==================== block 1
==> block_1/power_grid.png <==
Scale bar: 100 um. Pins as bars on the die edge.
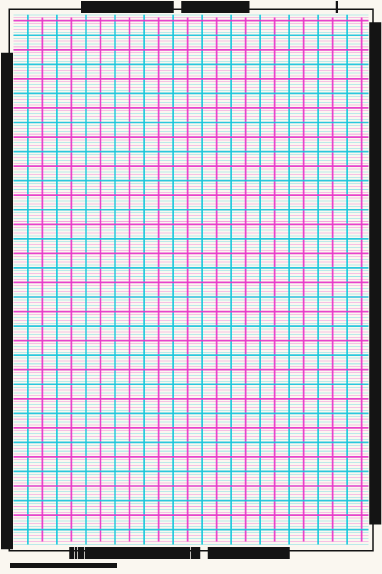

`config.mk`:
```
export PLATFORM = sky130hd
export DESIGN_NAME = image_frame_loader
export DESIGN_NICKNAME = d
export VERILOG_FILES = /design/src/rtl/image_frame_loader.sv
export SDC_FILE = /design/constraint.sdc
export NUM_CORES = 2
export LEC_CHECK = 0
export ABC_AREA = 1
export CORE_ASPECT_RATIO = 1.5
export CORE_MARGIN = 3
export CORE_UTILIZATION = 25
export CTS_BUF_LIST = sky130_fd_sc_hd__clkbuf_4 sky130_fd_sc_hd__clkbuf_8 sky130_fd_sc_hd__clkbuf_16
export CTS_CLUSTER_DIAMETER = 80
export DETAILED_ROUTE_END_ITERATION = 16
export GPL_TIMING_DRIVEN = 0
export MAX_ROUTING_LAYER = met4
export PLACE_DENSITY = 0.46
export SLEW_MARGIN = 25
export SYNTH_ARGS = -nofsm -noshare
export SYNTH_HDL_FRONTEND = slang
export SYNTH_SLANG_ARGS = --single-unit
```
`constraint.sdc`:
```
create_clock -name clk -period 1.8 [get_ports clk]
set_input_delay 0.18 -clock clk [delete_from_list [all_inputs] [get_ports clk]]
set_output_delay 0.18 -clock clk [all_outputs]
set_load 0.05 [all_outputs]
```
`src/rtl/image_frame_loader.sv`:
```
// Serial 1-bit pixel loader that assembles a 32x32 binary image, then resets
// and runs the TPU and latches the classified digit (or a timeout marker).
module image_frame_loader #(
    parameter int IMG_PIX     = 1024,
    parameter int TPU_RST_CYC = 2,
    parameter int TIMEOUT     = 65535
) (
    input  logic               clk,
    input  logic               iRst,
    input  logic               pix_valid,
    output logic               pix_ready,
    input  logic               pix_data,
    input  logic               pix_sof,
    output logic [IMG_PIX-1:0] image_out,
    output logic               tpu_ena,
    output logic               tpu_rst_n,
    input  logic               tpu_done,
    input  logic [3:0]         tpu_num,
    input  logic               tpu_overflow,
    output logic               result_valid,
    output logic [3:0]         result_num,
    output logic               result_overflow,
    output logic               timeout,
    output logic               busy
);

    localparam int IDX_W = $clog2(IMG_PIX);

    typedef enum logic [2:0] {
        IDLE,
        FILL,
        RST_TPU,
        WAIT_TPU,
        RESULT
    } state_t;

    state_t             state;
    state_t             next_state;
    logic [IDX_W-1:0]   idx;
    logic [15:0]        cnt;
    logic               beat;
    logic               rst_last;
    logic               wait_expired;

    assign beat         = pix_valid & pix_ready;
    assign rst_last     = (cnt == 16'(TPU_RST_CYC - 1));
    assign wait_expired = (cnt == 16'(TIMEOUT - 1));

    always_ff @(posedge clk) begin
        if (iRst) begin
            state <= IDLE;
        end else begin
            state <= next_state;
        end
    end

    always_comb begin
        next_state = state;
        pix_ready  = 1'b0;
        tpu_ena    = 1'b0;
        tpu_rst_n  = 1'b1;
        busy       = 1'b0;
        case (state)
            IDLE: begin
                pix_ready = 1'b1;
                if (beat && pix_sof) next_state = FILL;
            end
            FILL: begin
                pix_ready = 1'b1;
                if (beat && !pix_sof && idx == IDX_W'(IMG_PIX - 1)) next_state = RST_TPU;
            end
            RST_TPU: begin
                tpu_ena   = 1'b1;
                tpu_rst_n = 1'b0;
                busy      = 1'b1;
                if (rst_last) next_state = WAIT_TPU;
            end
            WAIT_TPU: begin
                tpu_ena = 1'b1;
                busy    = 1'b1;
                if (tpu_done || wait_expired) next_state = RESULT;
            end
            RESULT: begin
                pix_ready = 1'b1;
                if (beat && pix_sof) next_state = FILL;
            end
            default: next_state = IDLE;
        endcase
    end

    // The shared cycle counter restarts on every state change, so it counts
    // from zero in both RST_TPU and WAIT_TPU.
    always_ff @(posedge clk) begin
        if (iRst) begin
            image_out       <= '0;
            idx             <= '0;
            cnt             <= '0;
            result_valid    <= 1'b0;
            result_num      <= 4'h0;
            result_overflow <= 1'b0;
            timeout         <= 1'b0;
        end else begin
            if (state != next_state) begin
                cnt <= '0;
            end else begin
                cnt <= cnt + 16'd1;
            end
            case (state)
                IDLE, RESULT: begin
                    if (beat && pix_sof) begin
                        image_out[0] <= pix_data;
                        idx          <= IDX_W'(1);
                        result_valid <= 1'b0;
                        timeout      <= 1'b0;
                    end
                end
                FILL: begin
                    if (beat) begin
                        if (pix_sof) begin
                            image_out[0] <= pix_data;
                            idx          <= IDX_W'(1);
                        end else begin
                            image_out[idx] <= pix_data;
                            idx            <= idx + IDX_W'(1);
                        end
                    end
                end
                WAIT_TPU: begin
                    // A done in the same cycle as expiry takes priority.
                    if (tpu_done) begin
                        result_num      <= tpu_num;
                        result_overflow <= tpu_overflow;
                        result_valid    <= 1'b1;
                    end else if (wait_expired) begin
                        result_num      <= 4'hF;
                        result_overflow <= 1'b0;
                        timeout         <= 1'b1;
                        result_valid    <= 1'b1;
                    end
                end
                default: ;
            endcase
        end
    end

endmodule

```
==================== block 2
--- src/rtl/mastermind_if.sv ---
// Player-side bus of the Mastermind scoring core: entry strobes in, score and status out.
interface mastermind_if #(
  parameter int PEGS        = 4,
  parameter int COLOR_W     = 3,
  parameter int MAX_GUESSES = 8
);
  localparam int CNT_W = $clog2(PEGS + 1);
  localparam int GC_W  = $clog2(MAX_GUESSES + 1);

  logic                     load;
  logic [COLOR_W-1:0]       data_in;
  logic                     new_game;
  logic [PEGS*COLOR_W-1:0]  code_out;
  logic [PEGS*COLOR_W-1:0]  guess_out;
  logic [CNT_W-1:0]         red;
  logic [CNT_W-1:0]         white;
  logic                     result_valid;
  logic [GC_W-1:0]          guess_count;
  logic                     win;
  logic                     lose;
  logic                     busy;

  modport master (
    output load, data_in, new_game,
    input  code_out, guess_out, red, white, result_valid, guess_count, win, lose, busy
  );

  modport slave (
    input  load, data_in, new_game,
    output code_out, guess_out, red, white, result_valid, guess_count, win, lose, busy
  );
endinterface

--- src/rtl/mastermind_core.sv ---
// Mastermind code/guess entry and serial red/white scoring engine.
// Optional: define MASTERMIND_CODE_REVEAL_EN to show the stored code on code_out at all times.
//
// state       | meaning
// ------------+-------------------------------------------------
// LOAD_CODE   | capturing secret pegs, one per load
// LOAD_GUESS  | capturing guess pegs, one per load
// SCORE_RED   | latch exact-match vector and red count
// SCORE_WHITE | PEGS cycles, one code peg matched per cycle
// RESULT      | publish score, bump guess count, decide outcome
// DONE        | game won or lost, waiting for new_game
module mastermind_core #(
  parameter int PEGS        = 4,
  parameter int COLOR_W     = 3,
  parameter int MAX_GUESSES = 8
) (
  input logic         clk,
  input logic         resetn,
  mastermind_if.slave mm
);
  localparam int CNT_W = $clog2(PEGS + 1);
  localparam int GC_W  = $clog2(MAX_GUESSES + 1);
  localparam int IDX_W = $clog2(PEGS);

  localparam logic [IDX_W-1:0] LAST_IDX  = IDX_W'(PEGS - 1);
  localparam logic [CNT_W-1:0] ALL_RED   = CNT_W'(PEGS);
  localparam logic [GC_W-1:0]  GC_LIMIT  = GC_W'(MAX_GUESSES);

  typedef enum logic [2:0] {
    LOAD_CODE,
    LOAD_GUESS,
    SCORE_RED,
    SCORE_WHITE,
    RESULT,
    DONE
  } state_t;

  state_t                        state;
  logic [IDX_W-1:0]              idx;
  logic [PEGS-1:0][COLOR_W-1:0]  code_r;
  logic [PEGS-1:0][COLOR_W-1:0]  guess_r;
  logic [PEGS-1:0]               exact_r;
  logic [PEGS-1:0]               used_r;
  logic [CNT_W-1:0]              red_acc;
  logic [CNT_W-1:0]              white_acc;
  logic [CNT_W-1:0]              red_r;
  logic [CNT_W-1:0]              white_r;
  logic [GC_W-1:0]               gc_r;
  logic                          result_valid_r;
  logic                          win_r;
  logic                          lose_r;
  logic                          busy_r;

  logic [PEGS-1:0]               exact_c;
  logic                          match_found;
  logic [IDX_W-1:0]              match_idx;
  logic [GC_W-1:0]               gc_next;

  function automatic logic [CNT_W-1:0] popcount(input logic [PEGS-1:0] v);
    logic [CNT_W-1:0] n;
    n = '0;
    for (int i = 0; i < PEGS; i++) n = n + CNT_W'(v[i]);
    return n;
  endfunction

  always_comb begin
    exact_c = '0;
    for (int i = 0; i < PEGS; i++) exact_c[i] = (code_r[i] == guess_r[i]);
  end

  // Descending scan so the lowest eligible guess peg wins.
  always_comb begin
    match_found = 1'b0;
    match_idx   = '0;
    for (int j = PEGS - 1; j >= 0; j--) begin
      if (!exact_r[j] && !used_r[j] && (guess_r[j] == code_r[idx])) begin
        match_found = 1'b1;
        match_idx   = IDX_W'(j);
      end
    end
  end

  assign gc_next = (gc_r == GC_LIMIT) ? gc_r : gc_r + GC_W'(1);

  always_ff @(posedge clk) begin
    result_valid_r <= 1'b0;
    if (!resetn) begin
      state     <= LOAD_CODE;
      idx       <= '0;
      code_r    <= '0;
      guess_r   <= '0;
      exact_r   <= '0;
      used_r    <= '0;
      red_acc   <= '0;
      white_acc <= '0;
      red_r     <= '0;
      white_r   <= '0;
      gc_r      <= '0;
      win_r     <= 1'b0;
      lose_r    <= 1'b0;
      busy_r    <= 1'b0;
    end else if (mm.new_game) begin
      state     <= LOAD_CODE;
      idx       <= '0;
      code_r    <= '0;
      guess_r   <= '0;
      red_r     <= '0;
      white_r   <= '0;
      gc_r      <= '0;
      win_r     <= 1'b0;
      lose_r    <= 1'b0;
      busy_r    <= 1'b0;
    end else begin
      case (state)
        LOAD_CODE: begin
          if (mm.load) begin
            code_r[idx] <= mm.data_in;
            if (idx == LAST_IDX) begin
              idx   <= '0;
              state <= LOAD_GUESS;
            end else begin
              idx <= idx + IDX_W'(1);
            end
          end
        end
        LOAD_GUESS: begin
          if (mm.load) begin
            guess_r[idx] <= mm.data_in;
            if (idx == LAST_IDX) begin
              idx    <= '0;
              busy_r <= 1'b1;
              state  <= SCORE_RED;
            end else begin
              idx <= idx + IDX_W'(1);
            end
          end
        end
        SCORE_RED: begin
          exact_r   <= exact_c;
          red_acc   <= popcount(exact_c);
          white_acc <= '0;
          used_r    <= '0;
          idx       <= '0;
          state     <= SCORE_WHITE;
        end
        SCORE_WHITE: begin
          if (!exact_r[idx] && match_found) begin
            used_r[match_idx] <= 1'b1;
            white_acc         <= white_acc + CNT_W'(1);
          end
          if (idx == LAST_IDX) begin
            idx   <= '0;
            state <= RESULT;
          end else begin
            idx <= idx + IDX_W'(1);
          end
        end
        RESULT: begin
          red_r          <= red_acc;
          white_r        <= white_acc;
          result_valid_r <= 1'b1;
          gc_r           <= gc_next;
          busy_r         <= 1'b0;
          if (red_acc == ALL_RED) begin
            win_r <= 1'b1;
            state <= DONE;
          end else if (gc_next == GC_LIMIT) begin
            lose_r <= 1'b1;
            state  <= DONE;
          end else begin
            state <= LOAD_GUESS;
          end
        end
        DONE: begin
          state <= DONE;
        end
        default: state <= LOAD_CODE;
      endcase
    end
  end

`ifdef MASTERMIND_CODE_REVEAL_EN
  assign mm.code_out = code_r;
`else
  assign mm.code_out = (state == DONE) ? code_r : '0;
`endif

  assign mm.guess_out    = guess_r;
  assign mm.red          = red_r;
  assign mm.white        = white_r;
  assign mm.result_valid = result_valid_r;
  assign mm.guess_count  = gc_r;
  assign mm.win          = win_r;
  assign mm.lose         = lose_r;
  assign mm.busy         = busy_r;
endmodule
--- src/flat_wrapper.sv ---
// flat-port wrapper written by rule: the top's interface ports become plain ports
module mastermind_core_flat 
#(
  parameter int PEGS        = 4,
  parameter int COLOR_W     = 3,
  parameter int MAX_GUESSES = 8
)
  (clk, resetn, mm_load, mm_data_in, mm_new_game, mm_code_out, mm_guess_out, mm_red, mm_white, mm_result_valid, mm_guess_count, mm_win, mm_lose, mm_busy);
  mastermind_if #(.PEGS(PEGS), .COLOR_W(COLOR_W), .MAX_GUESSES(MAX_GUESSES)) mm_i ();
  input logic clk;
  input logic resetn;
  input wire logic [$bits(mm_i.load)-1:0] mm_load;
  input wire logic [$bits(mm_i.data_in)-1:0] mm_data_in;
  input wire logic [$bits(mm_i.new_game)-1:0] mm_new_game;
  output wire logic [$bits(mm_i.code_out)-1:0] mm_code_out;
  output wire logic [$bits(mm_i.guess_out)-1:0] mm_guess_out;
  output wire logic [$bits(mm_i.red)-1:0] mm_red;
  output wire logic [$bits(mm_i.white)-1:0] mm_white;
  output wire logic [$bits(mm_i.result_valid)-1:0] mm_result_valid;
  output wire logic [$bits(mm_i.guess_count)-1:0] mm_guess_count;
  output wire logic [$bits(mm_i.win)-1:0] mm_win;
  output wire logic [$bits(mm_i.lose)-1:0] mm_lose;
  output wire logic [$bits(mm_i.busy)-1:0] mm_busy;
  assign mm_i.load = mm_load;
  assign mm_i.data_in = mm_data_in;
  assign mm_i.new_game = mm_new_game;
  assign mm_code_out = mm_i.code_out;
  assign mm_guess_out = mm_i.guess_out;
  assign mm_red = mm_i.red;
  assign mm_white = mm_i.white;
  assign mm_result_valid = mm_i.result_valid;
  assign mm_guess_count = mm_i.guess_count;
  assign mm_win = mm_i.win;
  assign mm_lose = mm_i.lose;
  assign mm_busy = mm_i.busy;
  mastermind_core #(.PEGS(PEGS), .COLOR_W(COLOR_W), .MAX_GUESSES(MAX_GUESSES)) u_core (.clk(clk), .resetn(resetn), .mm(mm_i));
endmodule
--- config.mk ---
export PLATFORM = sky130hd
export DESIGN_NAME = mastermind_core_flat
export DESIGN_NICKNAME = d
export VERILOG_FILES = /design/src/rtl/mastermind_if.sv /design/src/rtl/mastermind_core.sv /design/src/flat_wrapper.sv
export SDC_FILE = /design/constraint.sdc
export NUM_CORES = 1
export LEC_CHECK = 0
export ABC_CLOCK_PERIOD_IN_PS = 2000
export CELL_PAD_IN_SITES_DETAIL_PLACEMENT = 0
export CELL_PAD_IN_SITES_GLOBAL_PLACEMENT = 2
export CORE_MARGIN = 4
export CORE_UTILIZATION = 28
export CTS_CLUSTER_SIZE = 40
export DETAILED_ROUTE_END_ITERATION = 7
export PLACE_DENSITY_LB_ADDON = 0.1
export SLEW_MARGIN = 25
export SYNTH_ARGS = -nofsm -noshare
export SYNTH_HDL_FRONTEND = slang
export SYNTH_SLANG_ARGS = --single-unit
--- constraint.sdc ---
create_clock -name clk -period 2 [get_ports clk]
set_clock_uncertainty 0.15 [all_clocks]
set_input_delay 0.2 -clock clk [delete_from_list [all_inputs] [get_ports clk]]
set_output_delay 0.2 -clock clk [all_outputs]
set_load 0.01 [all_outputs]
==================== block 3
File: config.mk
export PLATFORM = sky130hd
export DESIGN_NAME = reg_file
export DESIGN_NICKNAME = d
export VERILOG_FILES = /design/src/rtl/reg_file_pkg.sv /design/src/rtl/reg_file_read_port.sv /design/src/rtl/reg_file.sv
export SDC_FILE = /design/constraint.sdc
export NUM_CORES = 2
export LEC_CHECK = 0
export CORE_UTILIZATION = 50
export DETAILED_ROUTE_END_ITERATION = 12
export PLACE_DENSITY = 0.69
export SLEW_MARGIN = 20
export SYNTH_ARGS = -nofsm -noshare
export SYNTH_HDL_FRONTEND = slang
export SYNTH_HIERARCHICAL = 1
export SYNTH_SLANG_ARGS = --single-unit
File: constraint.sdc
create_clock -name CLK -period 32.3 [get_ports CLK]
set_clock_uncertainty 0.2 [all_clocks]
set_input_delay 3.23 -clock CLK [delete_from_list [all_inputs] [get_ports CLK]]
set_output_delay 3.23 -clock CLK [all_outputs]
set_load 0.1 [all_outputs]
File: src/rtl/reg_file_pkg.sv
// rtl/reg_file_pkg.sv - shared sizing constants for the RV32 integer register file
package reg_file_pkg;

  localparam int DATA_WIDTH = 32;
  localparam int ADDR_WIDTH = 5;
  localparam int NUM_REGS   = 2 ** ADDR_WIDTH;

  // x0 index; reads of it are forced to zero and writes to it are dropped
  localparam logic [ADDR_WIDTH-1:0] REG_ZERO = 5'd0;

endpackage

File: src/rtl/reg_file_read_port.sv
// rtl/reg_file_read_port.sv - combinational read mux with x0 zeroing; optional REG_FILE_BYPASS_EN forwarding
module reg_file_read_port #(
  parameter int DATA_WIDTH = reg_file_pkg::DATA_WIDTH,
  parameter int ADDR_WIDTH = reg_file_pkg::ADDR_WIDTH
) (
  input  logic [(2**ADDR_WIDTH)-1:0][DATA_WIDTH-1:0] regs,
  input  logic [ADDR_WIDTH-1:0]                      addr,
  input  logic                                       reset,
  input  logic                                       write_enable,
  input  logic [ADDR_WIDTH-1:0]                      write_address,
  input  logic [DATA_WIDTH-1:0]                      write_data,
  output logic [DATA_WIDTH-1:0]                      data
);
  import reg_file_pkg::*;

  logic addr_is_zero;
  assign addr_is_zero = (addr == ADDR_WIDTH'(REG_ZERO));

`ifdef REG_FILE_BYPASS_EN
  // Forward the writeback value in the same cycle; never for x0 or during reset
  logic bypass_hit;
  assign bypass_hit = !reset && write_enable && !addr_is_zero &&
                      (write_address == addr);

  always_comb begin
    data = '0;
    if (bypass_hit)
      data = write_data;
    else if (!addr_is_zero)
      data = regs[addr];
  end
`else
  logic unused_bypass_inputs;
  assign unused_bypass_inputs = &{1'b0, reset, write_enable, write_address, write_data};

  always_comb begin
    data = '0;
    if (!addr_is_zero)
      data = regs[addr];
  end
`endif

endmodule

File: src/rtl/reg_file.sv
// rtl/reg_file.sv - 32x32 RV32 register file, 2 async read ports, 1 sync write port; option REG_FILE_BYPASS_EN
module reg_file #(
  parameter int DATA_WIDTH = reg_file_pkg::DATA_WIDTH,
  parameter int ADDR_WIDTH = reg_file_pkg::ADDR_WIDTH
) (
  input  logic [DATA_WIDTH-1:0] WRITE_DATA,
  output logic [DATA_WIDTH-1:0] DATA1,
  output logic [DATA_WIDTH-1:0] DATA2,
  input  logic [ADDR_WIDTH-1:0] WRITE_ADDRESS,
  input  logic [ADDR_WIDTH-1:0] DATA1_ADDRESS,
  input  logic [ADDR_WIDTH-1:0] DATA2_ADDRESS,
  input  logic                  WRITE_ENABLE,
  input  logic                  CLK,
  input  logic                  RESET
);
  import reg_file_pkg::*;

  localparam int NUM_REGS = 2 ** ADDR_WIDTH;

  logic [NUM_REGS-1:0][DATA_WIDTH-1:0] regs;

  // Reset wins over a coincident write; x0 is never written so it stays zero
  always_ff @(posedge CLK or posedge RESET) begin
    if (RESET)
      regs <= '0;
    else if (WRITE_ENABLE && (WRITE_ADDRESS != ADDR_WIDTH'(REG_ZERO)))
      regs[WRITE_ADDRESS] <= WRITE_DATA;
  end

  reg_file_read_port #(
    .DATA_WIDTH (DATA_WIDTH),
    .ADDR_WIDTH (ADDR_WIDTH)
  ) u_read_port1 (
    .regs          (regs),
    .addr          (DATA1_ADDRESS),
    .reset         (RESET),
    .write_enable  (WRITE_ENABLE),
    .write_address (WRITE_ADDRESS),
    .write_data    (WRITE_DATA),
    .data          (DATA1)
  );

  reg_file_read_port #(
    .DATA_WIDTH (DATA_WIDTH),
    .ADDR_WIDTH (ADDR_WIDTH)
  ) u_read_port2 (
    .regs          (regs),
    .addr          (DATA2_ADDRESS),
    .reset         (RESET),
    .write_enable  (WRITE_ENABLE),
    .write_address (WRITE_ADDRESS),
    .write_data    (WRITE_DATA),
    .data          (DATA2)
  );

endmodule

==================== block 4
--- src/rtl/alu_seq_pkg.sv ---
// Shared constants for the ALU op sequencer: widths, opcode encodings and FSM states.
package alu_seq_pkg;

  localparam int DATA_W  = 8;
  localparam int SEL_W   = 3;
  localparam int COUNT_W = 16;

  localparam logic [SEL_W-1:0] OP_ADD        = 3'b000;
  localparam logic [SEL_W-1:0] OP_SUB        = 3'b001;
  localparam logic [SEL_W-1:0] OP_AND        = 3'b010;
  localparam logic [SEL_W-1:0] OP_OR         = 3'b011;
  localparam logic [SEL_W-1:0] OP_ANDN       = 3'b100;
  localparam logic [SEL_W-1:0] OP_LAST_LEGAL = 3'b100;

  typedef enum logic [1:0] {
    ST_IDLE = 2'd0,
    ST_EXEC = 2'd1,
    ST_RESP = 2'd2
  } state_e;

  // Opcodes above ANDN are passed to the ALU unchanged but flagged in the response.
  function automatic logic is_illegal(input logic [SEL_W-1:0] op);
    return op > OP_LAST_LEGAL;
  endfunction

endpackage

--- src/rtl/alu_op_sequencer_if.sv ---
// Bundle of the command port, the ALU operand/result bus and the response port.
// Handshake rule for cmd_* and rsp_*: a transfer happens on a rising edge where
// valid and ready are both high; once valid is raised the payload is held stable
// until that transfer, and ready may be driven without looking at valid.
interface alu_op_sequencer_if
  import alu_seq_pkg::*;
();

  logic              cmd_valid;
  logic              cmd_ready;
  logic [SEL_W-1:0]  cmd_op;
  logic [DATA_W-1:0] cmd_a;
  logic [DATA_W-1:0] cmd_b;
  logic              cmd_acc;

  logic [DATA_W-1:0] alu_a;
  logic [DATA_W-1:0] alu_b;
  logic [SEL_W-1:0]  alu_sel;
  logic [DATA_W-1:0] alu_result;
  logic              alu_zero;

  logic              rsp_valid;
  logic              rsp_ready;
  logic [DATA_W-1:0] rsp_result;
  logic              rsp_zero;
  logic              rsp_illegal;

  // Sequencer side: takes commands, drives the ALU, returns responses.
  modport master (
    input  cmd_valid, cmd_op, cmd_a, cmd_b, cmd_acc,
    input  alu_result, alu_zero,
    input  rsp_ready,
    output cmd_ready,
    output alu_a, alu_b, alu_sel,
    output rsp_valid, rsp_result, rsp_zero, rsp_illegal
  );

  // Surrounding side: control logic issuing commands plus the combinational ALU.
  modport slave (
    output cmd_valid, cmd_op, cmd_a, cmd_b, cmd_acc,
    output alu_result, alu_zero,
    output rsp_ready,
    input  cmd_ready,
    input  alu_a, alu_b, alu_sel,
    input  rsp_valid, rsp_result, rsp_zero, rsp_illegal
  );

endinterface

--- src/rtl/alu_seq_rsp_slice.sv ---
// Response holding register: captures one ALU result and presents it on a
// valid/ready port, holding it stable until the consumer takes it.
module alu_seq_rsp_slice
  import alu_seq_pkg::*;
(
  input  logic              clk,
  input  logic              rst,
  input  logic              load,
  input  logic [DATA_W-1:0] load_result,
  input  logic              load_zero,
  input  logic              load_illegal,
  input  logic              rsp_ready,
  output logic              rsp_valid,
  output logic [DATA_W-1:0] rsp_result,
  output logic              rsp_zero,
  output logic              rsp_illegal,
  output logic              rsp_fire
);

  logic              valid_q, valid_d;
  logic [DATA_W-1:0] result_q, result_d;
  logic              zero_q, zero_d;
  logic              illegal_q, illegal_d;

  // Load wins over hand-off; payload is only rewritten on load so it stays put while waiting.
  always_comb begin
    valid_d   = valid_q;
    result_d  = result_q;
    zero_d    = zero_q;
    illegal_d = illegal_q;
    if (load) begin
      valid_d   = 1'b1;
      result_d  = load_result;
      zero_d    = load_zero;
      illegal_d = load_illegal;
    end else if (valid_q && rsp_ready) begin
      valid_d = 1'b0;
    end
  end

  // Response register with synchronous reset.
  always_ff @(posedge clk) begin
    if (rst) begin
      valid_q   <= 1'b0;
      result_q  <= '0;
      zero_q    <= 1'b0;
      illegal_q <= 1'b0;
    end else begin
      valid_q   <= valid_d;
      result_q  <= result_d;
      zero_q    <= zero_d;
      illegal_q <= illegal_d;
    end
  end

  assign rsp_valid   = valid_q;
  assign rsp_result  = result_q;
  assign rsp_zero    = zero_q;
  assign rsp_illegal = illegal_q;
  assign rsp_fire    = valid_q & rsp_ready;

endmodule

--- src/rtl/alu_op_sequencer.sv ---
// ALU op sequencer: accepts one command, issues it to the external ALU for one
// cycle, captures the result and hands it back on the response port.
// Optional build macro ALU_SEQ_ACCUM_EN adds an accumulator that can replace
// operand A (selected per command by cmd_acc).
module alu_op_sequencer
  import alu_seq_pkg::*;
(
  input  logic               clk,
  input  logic               rst,
  alu_op_sequencer_if.master bus,
  output logic               busy,
  output logic [COUNT_W-1:0] op_count,
  output state_e             state_dbg
);

  state_e             state_q, state_d;
  logic [DATA_W-1:0]  alu_a_q, alu_a_d;
  logic [DATA_W-1:0]  alu_b_q, alu_b_d;
  logic [SEL_W-1:0]   alu_sel_q, alu_sel_d;
  logic [COUNT_W-1:0] op_count_q, op_count_d;
  logic [DATA_W-1:0]  operand_a;
  logic               capture;
  logic               rsp_fire;

`ifdef ALU_SEQ_ACCUM_EN
  logic [DATA_W-1:0]  acc_q, acc_d;

  // Operand A comes from the accumulator when the command asks for it.
  always_comb begin
    operand_a = bus.cmd_acc ? acc_q : bus.cmd_a;
  end

  // Accumulator follows every captured ALU result.
  always_comb begin
    acc_d = acc_q;
    if (capture) acc_d = bus.alu_result;
  end

  // Accumulator register.
  always_ff @(posedge clk) begin
    if (rst) acc_q <= '0;
    else     acc_q <= acc_d;
  end
`else
  logic unused_cmd_acc;
  assign unused_cmd_acc = bus.cmd_acc;

  // Without the accumulator operand A is always the command's own A.
  always_comb begin
    operand_a = bus.cmd_a;
  end
`endif

  // Next-state and operand register updates; ALU inputs only change on accept.
  always_comb begin
    state_d    = state_q;
    alu_a_d    = alu_a_q;
    alu_b_d    = alu_b_q;
    alu_sel_d  = alu_sel_q;
    op_count_d = op_count_q;
    case (state_q)
      ST_IDLE: begin
        if (bus.cmd_valid) begin
          state_d   = ST_EXEC;
          alu_a_d   = operand_a;
          alu_b_d   = bus.cmd_b;
          alu_sel_d = bus.cmd_op;
        end
      end
      ST_EXEC: state_d = ST_RESP;
      ST_RESP: begin
        if (rsp_fire) begin
          state_d    = ST_IDLE;
          op_count_d = op_count_q + COUNT_W'(1);
        end
      end
      default: state_d = ST_IDLE;
    endcase
  end

  // State, operand and counter registers.
  always_ff @(posedge clk) begin
    if (rst) begin
      state_q    <= ST_IDLE;
      alu_a_q    <= '0;
      alu_b_q    <= '0;
      alu_sel_q  <= '0;
      op_count_q <= '0;
    end else begin
      state_q    <= state_d;
      alu_a_q    <= alu_a_d;
      alu_b_q    <= alu_b_d;
      alu_sel_q  <= alu_sel_d;
      op_count_q <= op_count_d;
    end
  end

  // The ALU output is sampled at the end of the single EXEC cycle.
  assign capture = (state_q == ST_EXEC);

  alu_seq_rsp_slice u_rsp (
    .clk          (clk),
    .rst          (rst),
    .load         (capture),
    .load_result  (bus.alu_result),
    .load_zero    (bus.alu_zero),
    .load_illegal (is_illegal(alu_sel_q)),
    .rsp_ready    (bus.rsp_ready),
    .rsp_valid    (bus.rsp_valid),
    .rsp_result   (bus.rsp_result),
    .rsp_zero     (bus.rsp_zero),
    .rsp_illegal  (bus.rsp_illegal),
    .rsp_fire     (rsp_fire)
  );

  assign bus.cmd_ready = (state_q == ST_IDLE);
  assign bus.alu_a     = alu_a_q;
  assign bus.alu_b     = alu_b_q;
  assign bus.alu_sel   = alu_sel_q;
  assign busy          = (state_q != ST_IDLE);
  assign op_count      = op_count_q;
  assign state_dbg     = state_q;

endmodule

--- src/flat_wrapper.sv ---
// flat-port wrapper written by rule: the top's interface ports become plain ports
module alu_op_sequencer_flat import alu_seq_pkg::*;
  (clk, rst, busy, op_count, state_dbg, bus_cmd_valid, bus_cmd_op, bus_cmd_a, bus_cmd_b, bus_cmd_acc, bus_alu_result, bus_alu_zero, bus_rsp_ready, bus_cmd_ready, bus_alu_a, bus_alu_b, bus_alu_sel, bus_rsp_valid, bus_rsp_result, bus_rsp_zero, bus_rsp_illegal);
  alu_op_sequencer_if bus_i ();
  input  logic clk;
  input  logic rst;
  output logic busy;
  output logic [COUNT_W-1:0] op_count;
  output state_e state_dbg;
  input wire logic [$bits(bus_i.cmd_valid)-1:0] bus_cmd_valid;
  input wire logic [$bits(bus_i.cmd_op)-1:0] bus_cmd_op;
  input wire logic [$bits(bus_i.cmd_a)-1:0] bus_cmd_a;
  input wire logic [$bits(bus_i.cmd_b)-1:0] bus_cmd_b;
  input wire logic [$bits(bus_i.cmd_acc)-1:0] bus_cmd_acc;
  input wire logic [$bits(bus_i.alu_result)-1:0] bus_alu_result;
  input wire logic [$bits(bus_i.alu_zero)-1:0] bus_alu_zero;
  input wire logic [$bits(bus_i.rsp_ready)-1:0] bus_rsp_ready;
  output wire logic [$bits(bus_i.cmd_ready)-1:0] bus_cmd_ready;
  output wire logic [$bits(bus_i.alu_a)-1:0] bus_alu_a;
  output wire logic [$bits(bus_i.alu_b)-1:0] bus_alu_b;
  output wire logic [$bits(bus_i.alu_sel)-1:0] bus_alu_sel;
  output wire logic [$bits(bus_i.rsp_valid)-1:0] bus_rsp_valid;
  output wire logic [$bits(bus_i.rsp_result)-1:0] bus_rsp_result;
  output wire logic [$bits(bus_i.rsp_zero)-1:0] bus_rsp_zero;
  output wire logic [$bits(bus_i.rsp_illegal)-1:0] bus_rsp_illegal;
  assign bus_i.cmd_valid = bus_cmd_valid;
  assign bus_i.cmd_op = bus_cmd_op;
  assign bus_i.cmd_a = bus_cmd_a;
  assign bus_i.cmd_b = bus_cmd_b;
  assign bus_i.cmd_acc = bus_cmd_acc;
  assign bus_i.alu_result = bus_alu_result;
  assign bus_i.alu_zero = bus_alu_zero;
  assign bus_i.rsp_ready = bus_rsp_ready;
  assign bus_cmd_ready = bus_i.cmd_ready;
  assign bus_alu_a = bus_i.alu_a;
  assign bus_alu_b = bus_i.alu_b;
  assign bus_alu_sel = bus_i.alu_sel;
  assign bus_rsp_valid = bus_i.rsp_valid;
  assign bus_rsp_result = bus_i.rsp_result;
  assign bus_rsp_zero = bus_i.rsp_zero;
  assign bus_rsp_illegal = bus_i.rsp_illegal;
  alu_op_sequencer u_core (.clk(clk), .rst(rst), .bus(bus_i), .busy(busy), .op_count(op_count), .state_dbg(state_dbg));
endmodule
--- config.mk ---
export PLATFORM = sky130hd
export DESIGN_NAME = alu_op_sequencer_flat
export DESIGN_NICKNAME = d
export VERILOG_FILES = /design/src/rtl/alu_seq_pkg.sv /design/src/rtl/alu_op_sequencer_if.sv /design/src/rtl/alu_seq_rsp_slice.sv /design/src/rtl/alu_op_sequencer.sv /design/src/flat_wrapper.sv
export SDC_FILE = /design/constraint.sdc
export NUM_CORES = 1
export LEC_CHECK = 0
export CORE_MARGIN = 5
export CORE_UTILIZATION = 42
export DETAILED_ROUTE_END_ITERATION = 10
export GPL_ROUTABILITY_DRIVEN = 0
export PLACE_DENSITY_LB_ADDON = 0.25
export SLEW_MARGIN = 20
export SYNTH_ARGS = -nofsm -noshare
export SYNTH_HDL_FRONTEND = slang
export SYNTH_SLANG_ARGS = --single-unit
--- constraint.sdc ---
create_clock -name clk -period 1.9 [get_ports clk]
set_input_delay 0.38 -clock clk [delete_from_list [all_inputs] [get_ports clk]]
set_output_delay 0.38 -clock clk [all_outputs]
set_load 0.1 [all_outputs]
==> block_1/layer_met3.png <==
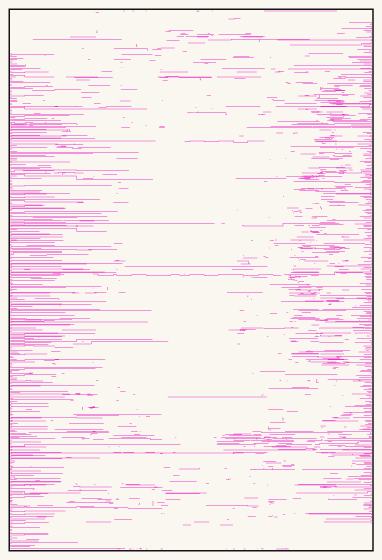
nets with wire on the layer	1095
longest straight run	217 um
wire length on this layer	24.1 mm
main direction	horizontal
share of all routed wire	9.3%
Post-Route WL: 259000 um
Vias: 44200
M3 GR Usage: 0.0865

About block_1/power_grid.png:
net	color
VSS	cyan
VDD	magenta
met1 rails	183
signal pins	1046
rows	182

==> changes_impl.md, block 1 <==
### Changed

- Clock root buffer: clkbuf_16
- Cell total in the yosys stat output: 5131
- R2R depth: 9
- Inverters: 54
- Crit path from: state[0]$_SDFF_PP0_
- Clock slew at reported path FFs: 0.06 ns
- Violated checks: negative setup slack
- Hold path endpoint: result_overflow$_SDFFE_PP0P_
- Insertion Delay late pin: about 0.76 ns
- Arrival @ worst endpoint: 2.75 ns
- Combinational share of cell area: 0.320
- GPL Wtd Cong: ~0.93
- MI comb cells: approximately 3500
- Final worst slack: -0.287 ns
- Final Hold Violation Tally: 0
- Final setup fails: 1916
- Post-synthesis sequential area ratio: 0.511
- Status: finished, violations left
- Synth Instances: 5131
- Well tap count: about 2200
- Finished layout cell area: around 63000 um2
- Detail Route Antenna Nets: 0
- Worst min path class: in -> reg
- Synth warn: 0
- Max clock buf depth: 3
- RSZ-0062 raised after global routing: yes
- Worst-case vdd ir drop: around 0.0007 V
- End of the critical path: image_out[255]$_SDFFE_PP0P_
- Comb area: around 20000 um2
- Ys flops: between 1000 and 1500
- Non-filler cells in the finished layout: roughly 8700
- Postcts setup bufs: around 45
- Reg2Reg Setup Slack: -0.29 ns
[block 1: power by group]
group	internal, W	total, W	leakage, nW	switching (W)
clock	0.0141	0.0249	1.95	0.0108
sequential	0.0235	0.0235	8.54	0.0000212
combinational	0.000333	0.00168	18.4	0.00135
[block 1: cell families (layout without fill, tap and decap cells)]
kind of cell,Yosys count,after routing,synth area share
AND-OR/OR-AND,1511,1511,0.231
AND/OR/NAND/NOR,1996,1996,0.199
adder cells (fa/ha/maj),7,7,0.00211
flip-flops,1060,1060,0.511
buffers and inverters,543,1885,0.0540
XOR/XNOR,14,14,0.00295
other,0,10,0
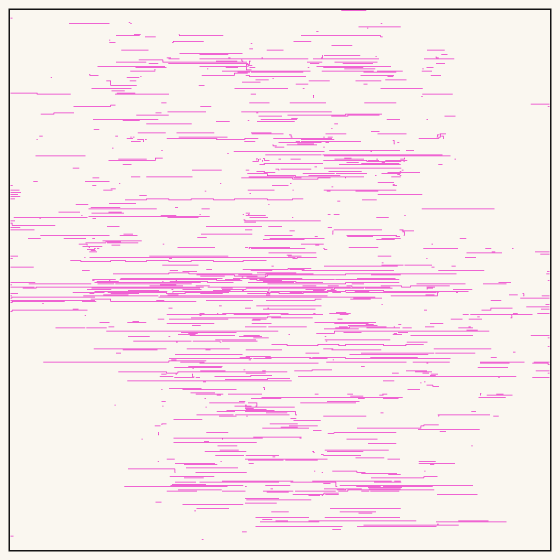
(block_3/layer_met3.png)
wire length on this layer	14800 um
main direction	horizontal
longest straight run	134 um

==> block_3/clocks.png <==
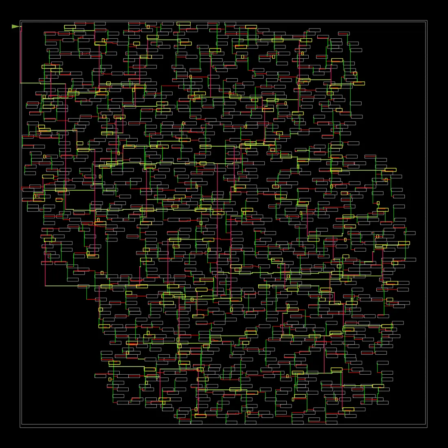
Clk power: 0.00127 W
clock buffer count from CTS: 111
Insertion Delay late pin: 0.68 ns

==> changes_impl.md, block 3 <==
### Changed

- # diodes: 4
- Pwr dens: 63.6 nW/um2
- Status: finished clean
- Top cells, area: dfrtp_1, mux2_2, mux4_2
- Largest net degree at the start of global routing: approximately 180
- Worst-case vdd ir drop: between 0.00004 and 0.00005 V
- Synth async-reset ratio: 1.00
- GR Util All Layers: 0.298
- R2R depth: 1
- Hold slack: approximately 0.19 ns
- Post-synth EDFFs: 0
- CTS tree: done
- OpenROAD warning count: 39
- GPL Wtd Cong: around 0.80
- Routed len/inst: 32.8 um
- Hold path endpoint: regs[17]$_DFFE_PP0P_
- Syn avg cell area: around 15 um2
- Fin crit period: 11.69 ns
- Aoi share: 0.0488
- Setup crit start kind: primary input
- Clock root buffer: clkbuf_16
- CTS resizes: 0
- Yosys xor share: 0
- P_int: 0.00272 W
- Commonest cells in the netlist: mux2_2, dfrtp_1, mux4_2, clkbuf_1, buf_2
- Most flop-heavy register: regs
- Die width: between 300 and 400 um
- Post-Route WL: ~160000 um
- Yosys Chip Area: 54800 um2
- Most common reg cell: dfrtp_1
- Synth Instances: roughly 3600
- Final setup fails: 0
- Detailed Route Iter0 Violations: 3435
- Max layer used: met5
- Top power group: sequential cells
- ClkCell Share: 0.0608
- End of the critical path: DATA1[0]
- Inst Count DP: around 4800
- # DRC: 0
block 3: worst max-delay path: cells and delay by family:
kind,cells,cell delay [ns]
buf+inv,4,3.42
mux,1,0.18
compound gates,3,1.19
block 3: metrics by stage:
stage / area (um2) / worst slack (ns) / util
6_report: 59800 / 20.61 / 0.550
5_1_grt: 59800 / 20.48 / 0.550
4_1_cts: 59800 / 20.75 / 0.550
3_5_place_dp: 56200 / 20.76 / 0.517
3_3_place_gp: 56200 / 20.74 / 0.517
2_1_floorplan: 54800 / 0.0535 / -
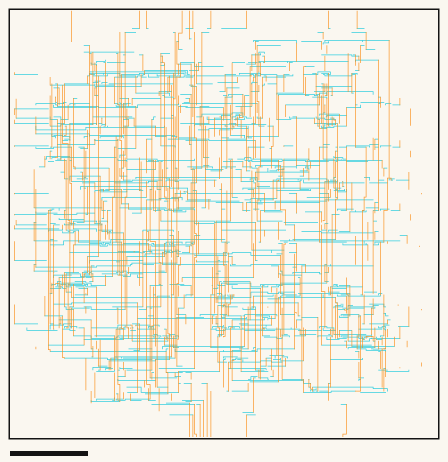
(block_2/wires.png)
Scale bar: 20 um. Two of the layers only.
layer	color	wire length
metal 2	orange	4540 um
metal 1	cyan	4080 um

==> changes_impl.md, block 2 <==
### Changed

- Max clock buf depth: 2
- OpenROAD warning count: 33
- Relative slew slack: 0.701
- PortBufs: between 40 and 50
- Most frequent cells in the layout: nand2_1, buf_4, dfxtp_1
- Status: finished, violations left
- Yosys xor share: 0.0832
- Critical path capture point type: flop
- Violated checks: negative setup slack
- Ys flops: between 50 and 60
- Clock slew at reported path FFs: roughly 0.070 ns
- Final setup fails: 7
- Antenna violations before repair: 0
- Final worst slack: -0.219 ns
- Reg area: approximately 1200 um2
- CP Class: reg -> reg
[block 2: repair_timing]
action / in CTS / in global routing
setup endpoints to repair: 21 / 10
cloned: 1 / 0
gates resized: 28 / 8
pin swaps: 11 / 5
[block 2: per-layer routing]
| layer | GRT usage | up-vias | wire [um] |
|---|---|---|---|
| li1 | - | 1420 | - |
| met1 | 0.207 | 1302 | 4080 |
| met2 | 0.276 | 64 | 4540 |
| met3 | 0.0268 | 8 | 354 |
| met4 | 0.0580 | 0 | 109 |
| met5 | 0 | - | 0 |
==> block_4/clocks.png <==
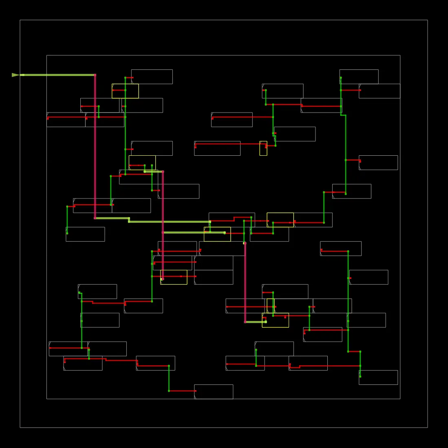
Insertion Delay late pin: 0.29 ns
flop count: 48

==> block_4/power_grid.png <==
Scale bar: 20 um. Pins as bars on the die edge.
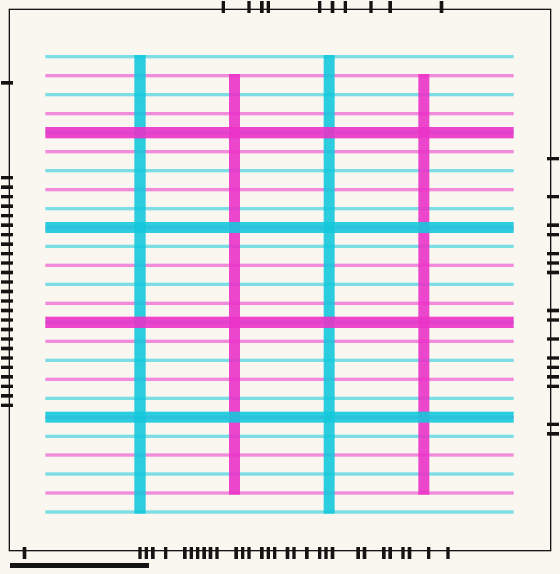
net	color
VSS	cyan
VDD	magenta
met1 rails	25
rows	24
signal pins	83
met4 straps	4

==> changes_impl.md, block 4 <==
### Changed

- Status: finished clean
- Critical-path cell list: clkdlybuf4s50_1 -> nand4b_4 -> nor4_2 -> and3_1 -> mux2_1
- Final setup fails: 0
- Largest net degree at the start of global routing: 29
- Ys flops: roughly 48
- Fin crit period: roughly 1.7 ns
- Final worst slack: 0.188 ns
- Crit path DRT: roughly 2.1 ns
- Die area: 5990 um2
- Hold path endpoint: u_core.u_rsp.rsp_result[5]$_SDFFE_PP0P_
- DR WL met2: 2210 um
- Vias: 1800
- Worst-case vdd ir drop: between 0.0004 and 0.0005 V
- Most numerous logic cell after layout: nand2_1
- Critical path's largest stage delay: 0.56 ns
- Detail Route Antenna Nets: 0
- Setup_tns: 0 ns
- Number of max-cap violations: 0
- Post-Route WL: roughly 4600 um
- I/O pins: slightly above 80
- First-pass GRT wire length: approximately 7400 um
- Place WS: -0.140 ns
- Least-Margin Pin Slew: roughly 0.45 ns
- Fill cells: around 350
- Met1 usage in global routing: 0.162
- Top delay family on crit path: simple AND/OR/NAND/NOR gates
- Antenna violations before repair: 0
- Cell area after synthesis: around 1900 um2
- Number of flip-flops in the largest register: 16
- Final Hold Violation Tally: 0
- Most common reg cell: dfxtp_1
- RR Startpoint: u_core.op_count[0]$_SDFFE_PP0P_
- Met1 WL: approximately 1900 um
- CP bufs+invs: 1
- Syn avg cell area: between 8 and 9 um2
- DP Wirelength: roughly 3500 um
- Synth Area in Simple Gates: 0.289
- Core utilization at floorplan: 0.436
- Placed cell area: 2940 um2
## block 4: report_power, final
group          total [W]  leakage [nW]  switching, W  internal, W
Sequential       0.00107         0.399     0.0000302      0.00104
Clock           0.000609        0.0455      0.000312     0.000297
Combinational   0.000627         0.815      0.000446     0.000181
Total            0.00231          1.26      0.000789      0.00152
## block 4: layout make-up
class,count,share of cell area
clock buffer,8,0.0297
inverter,5,0.00743
multi-input combinational,162,0.294
sequential,48,0.326
tap,52,0.0215
timing repair buffer,90,0.321


==> gallery <==
Met2 routing.
(a)
Scale bar: 20 um.
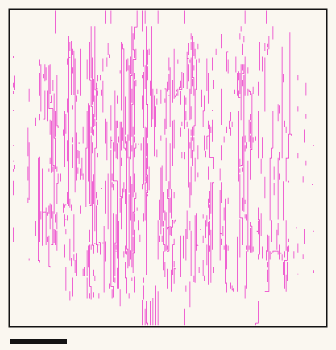
(b)
Scale bar: 100 um.
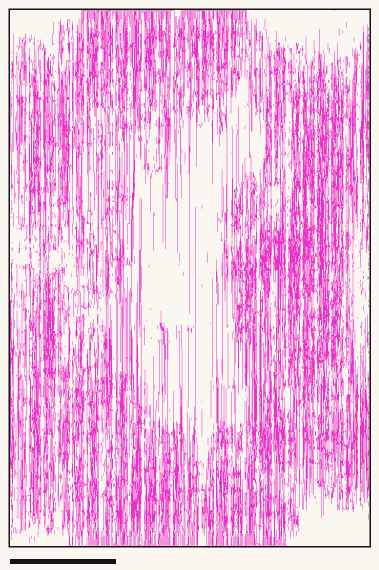
(c)
Scale bar: 20 um.
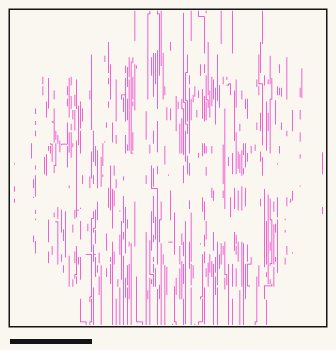
(d)
Scale bar: 100 um.
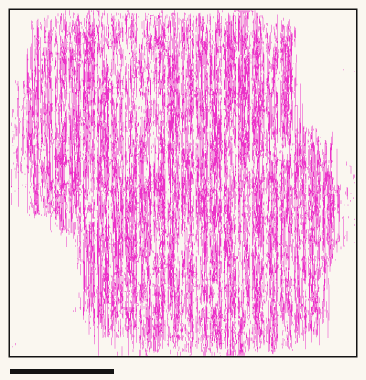
block 2 -> (a)
block 3 -> (d)
block 1 -> (b)
block 4 -> (c)
Of these, largest die: (b)
Of these, smallest die: (c)

Key to (a):
nets with wire on the layer	383
longest straight run	59.2 um
wire length on this layer	4540 um
main direction	vertical


==> gallery <==
Wiring by layer.
image #1
Scale bar: 100 um. Two of the layers only.
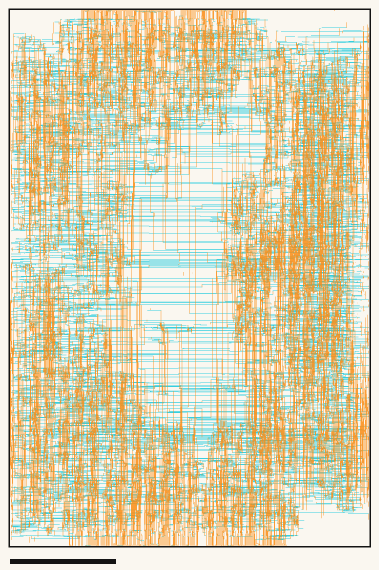
image #2
Scale bar: 100 um. Two of the layers only.
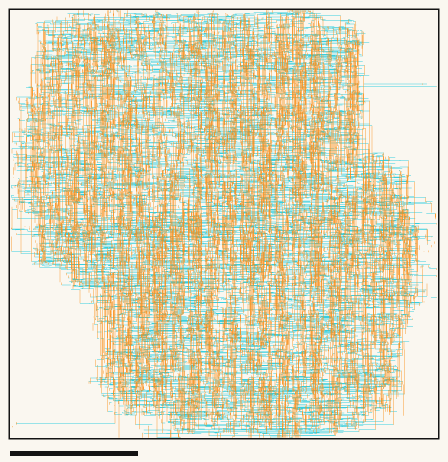
image #3
Scale bar: 20 um. Two of the layers only.
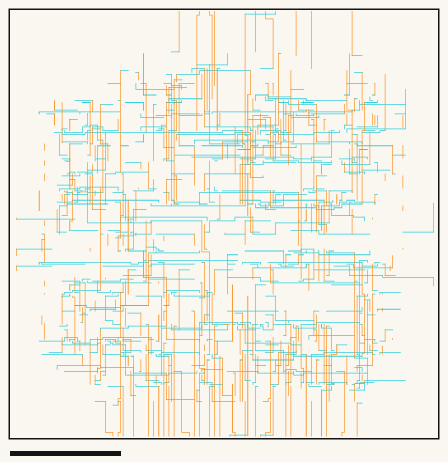
- smallest die: image #3
- most wire: image #1
image #3 -> block 4
image #2 -> block 3
image #1 -> block 1

Key to image #3:
layer	color	wire length
metal 1	cyan	1880 um
metal 2	orange	2210 um

Power is estimated from default activity; no workload was simulated.
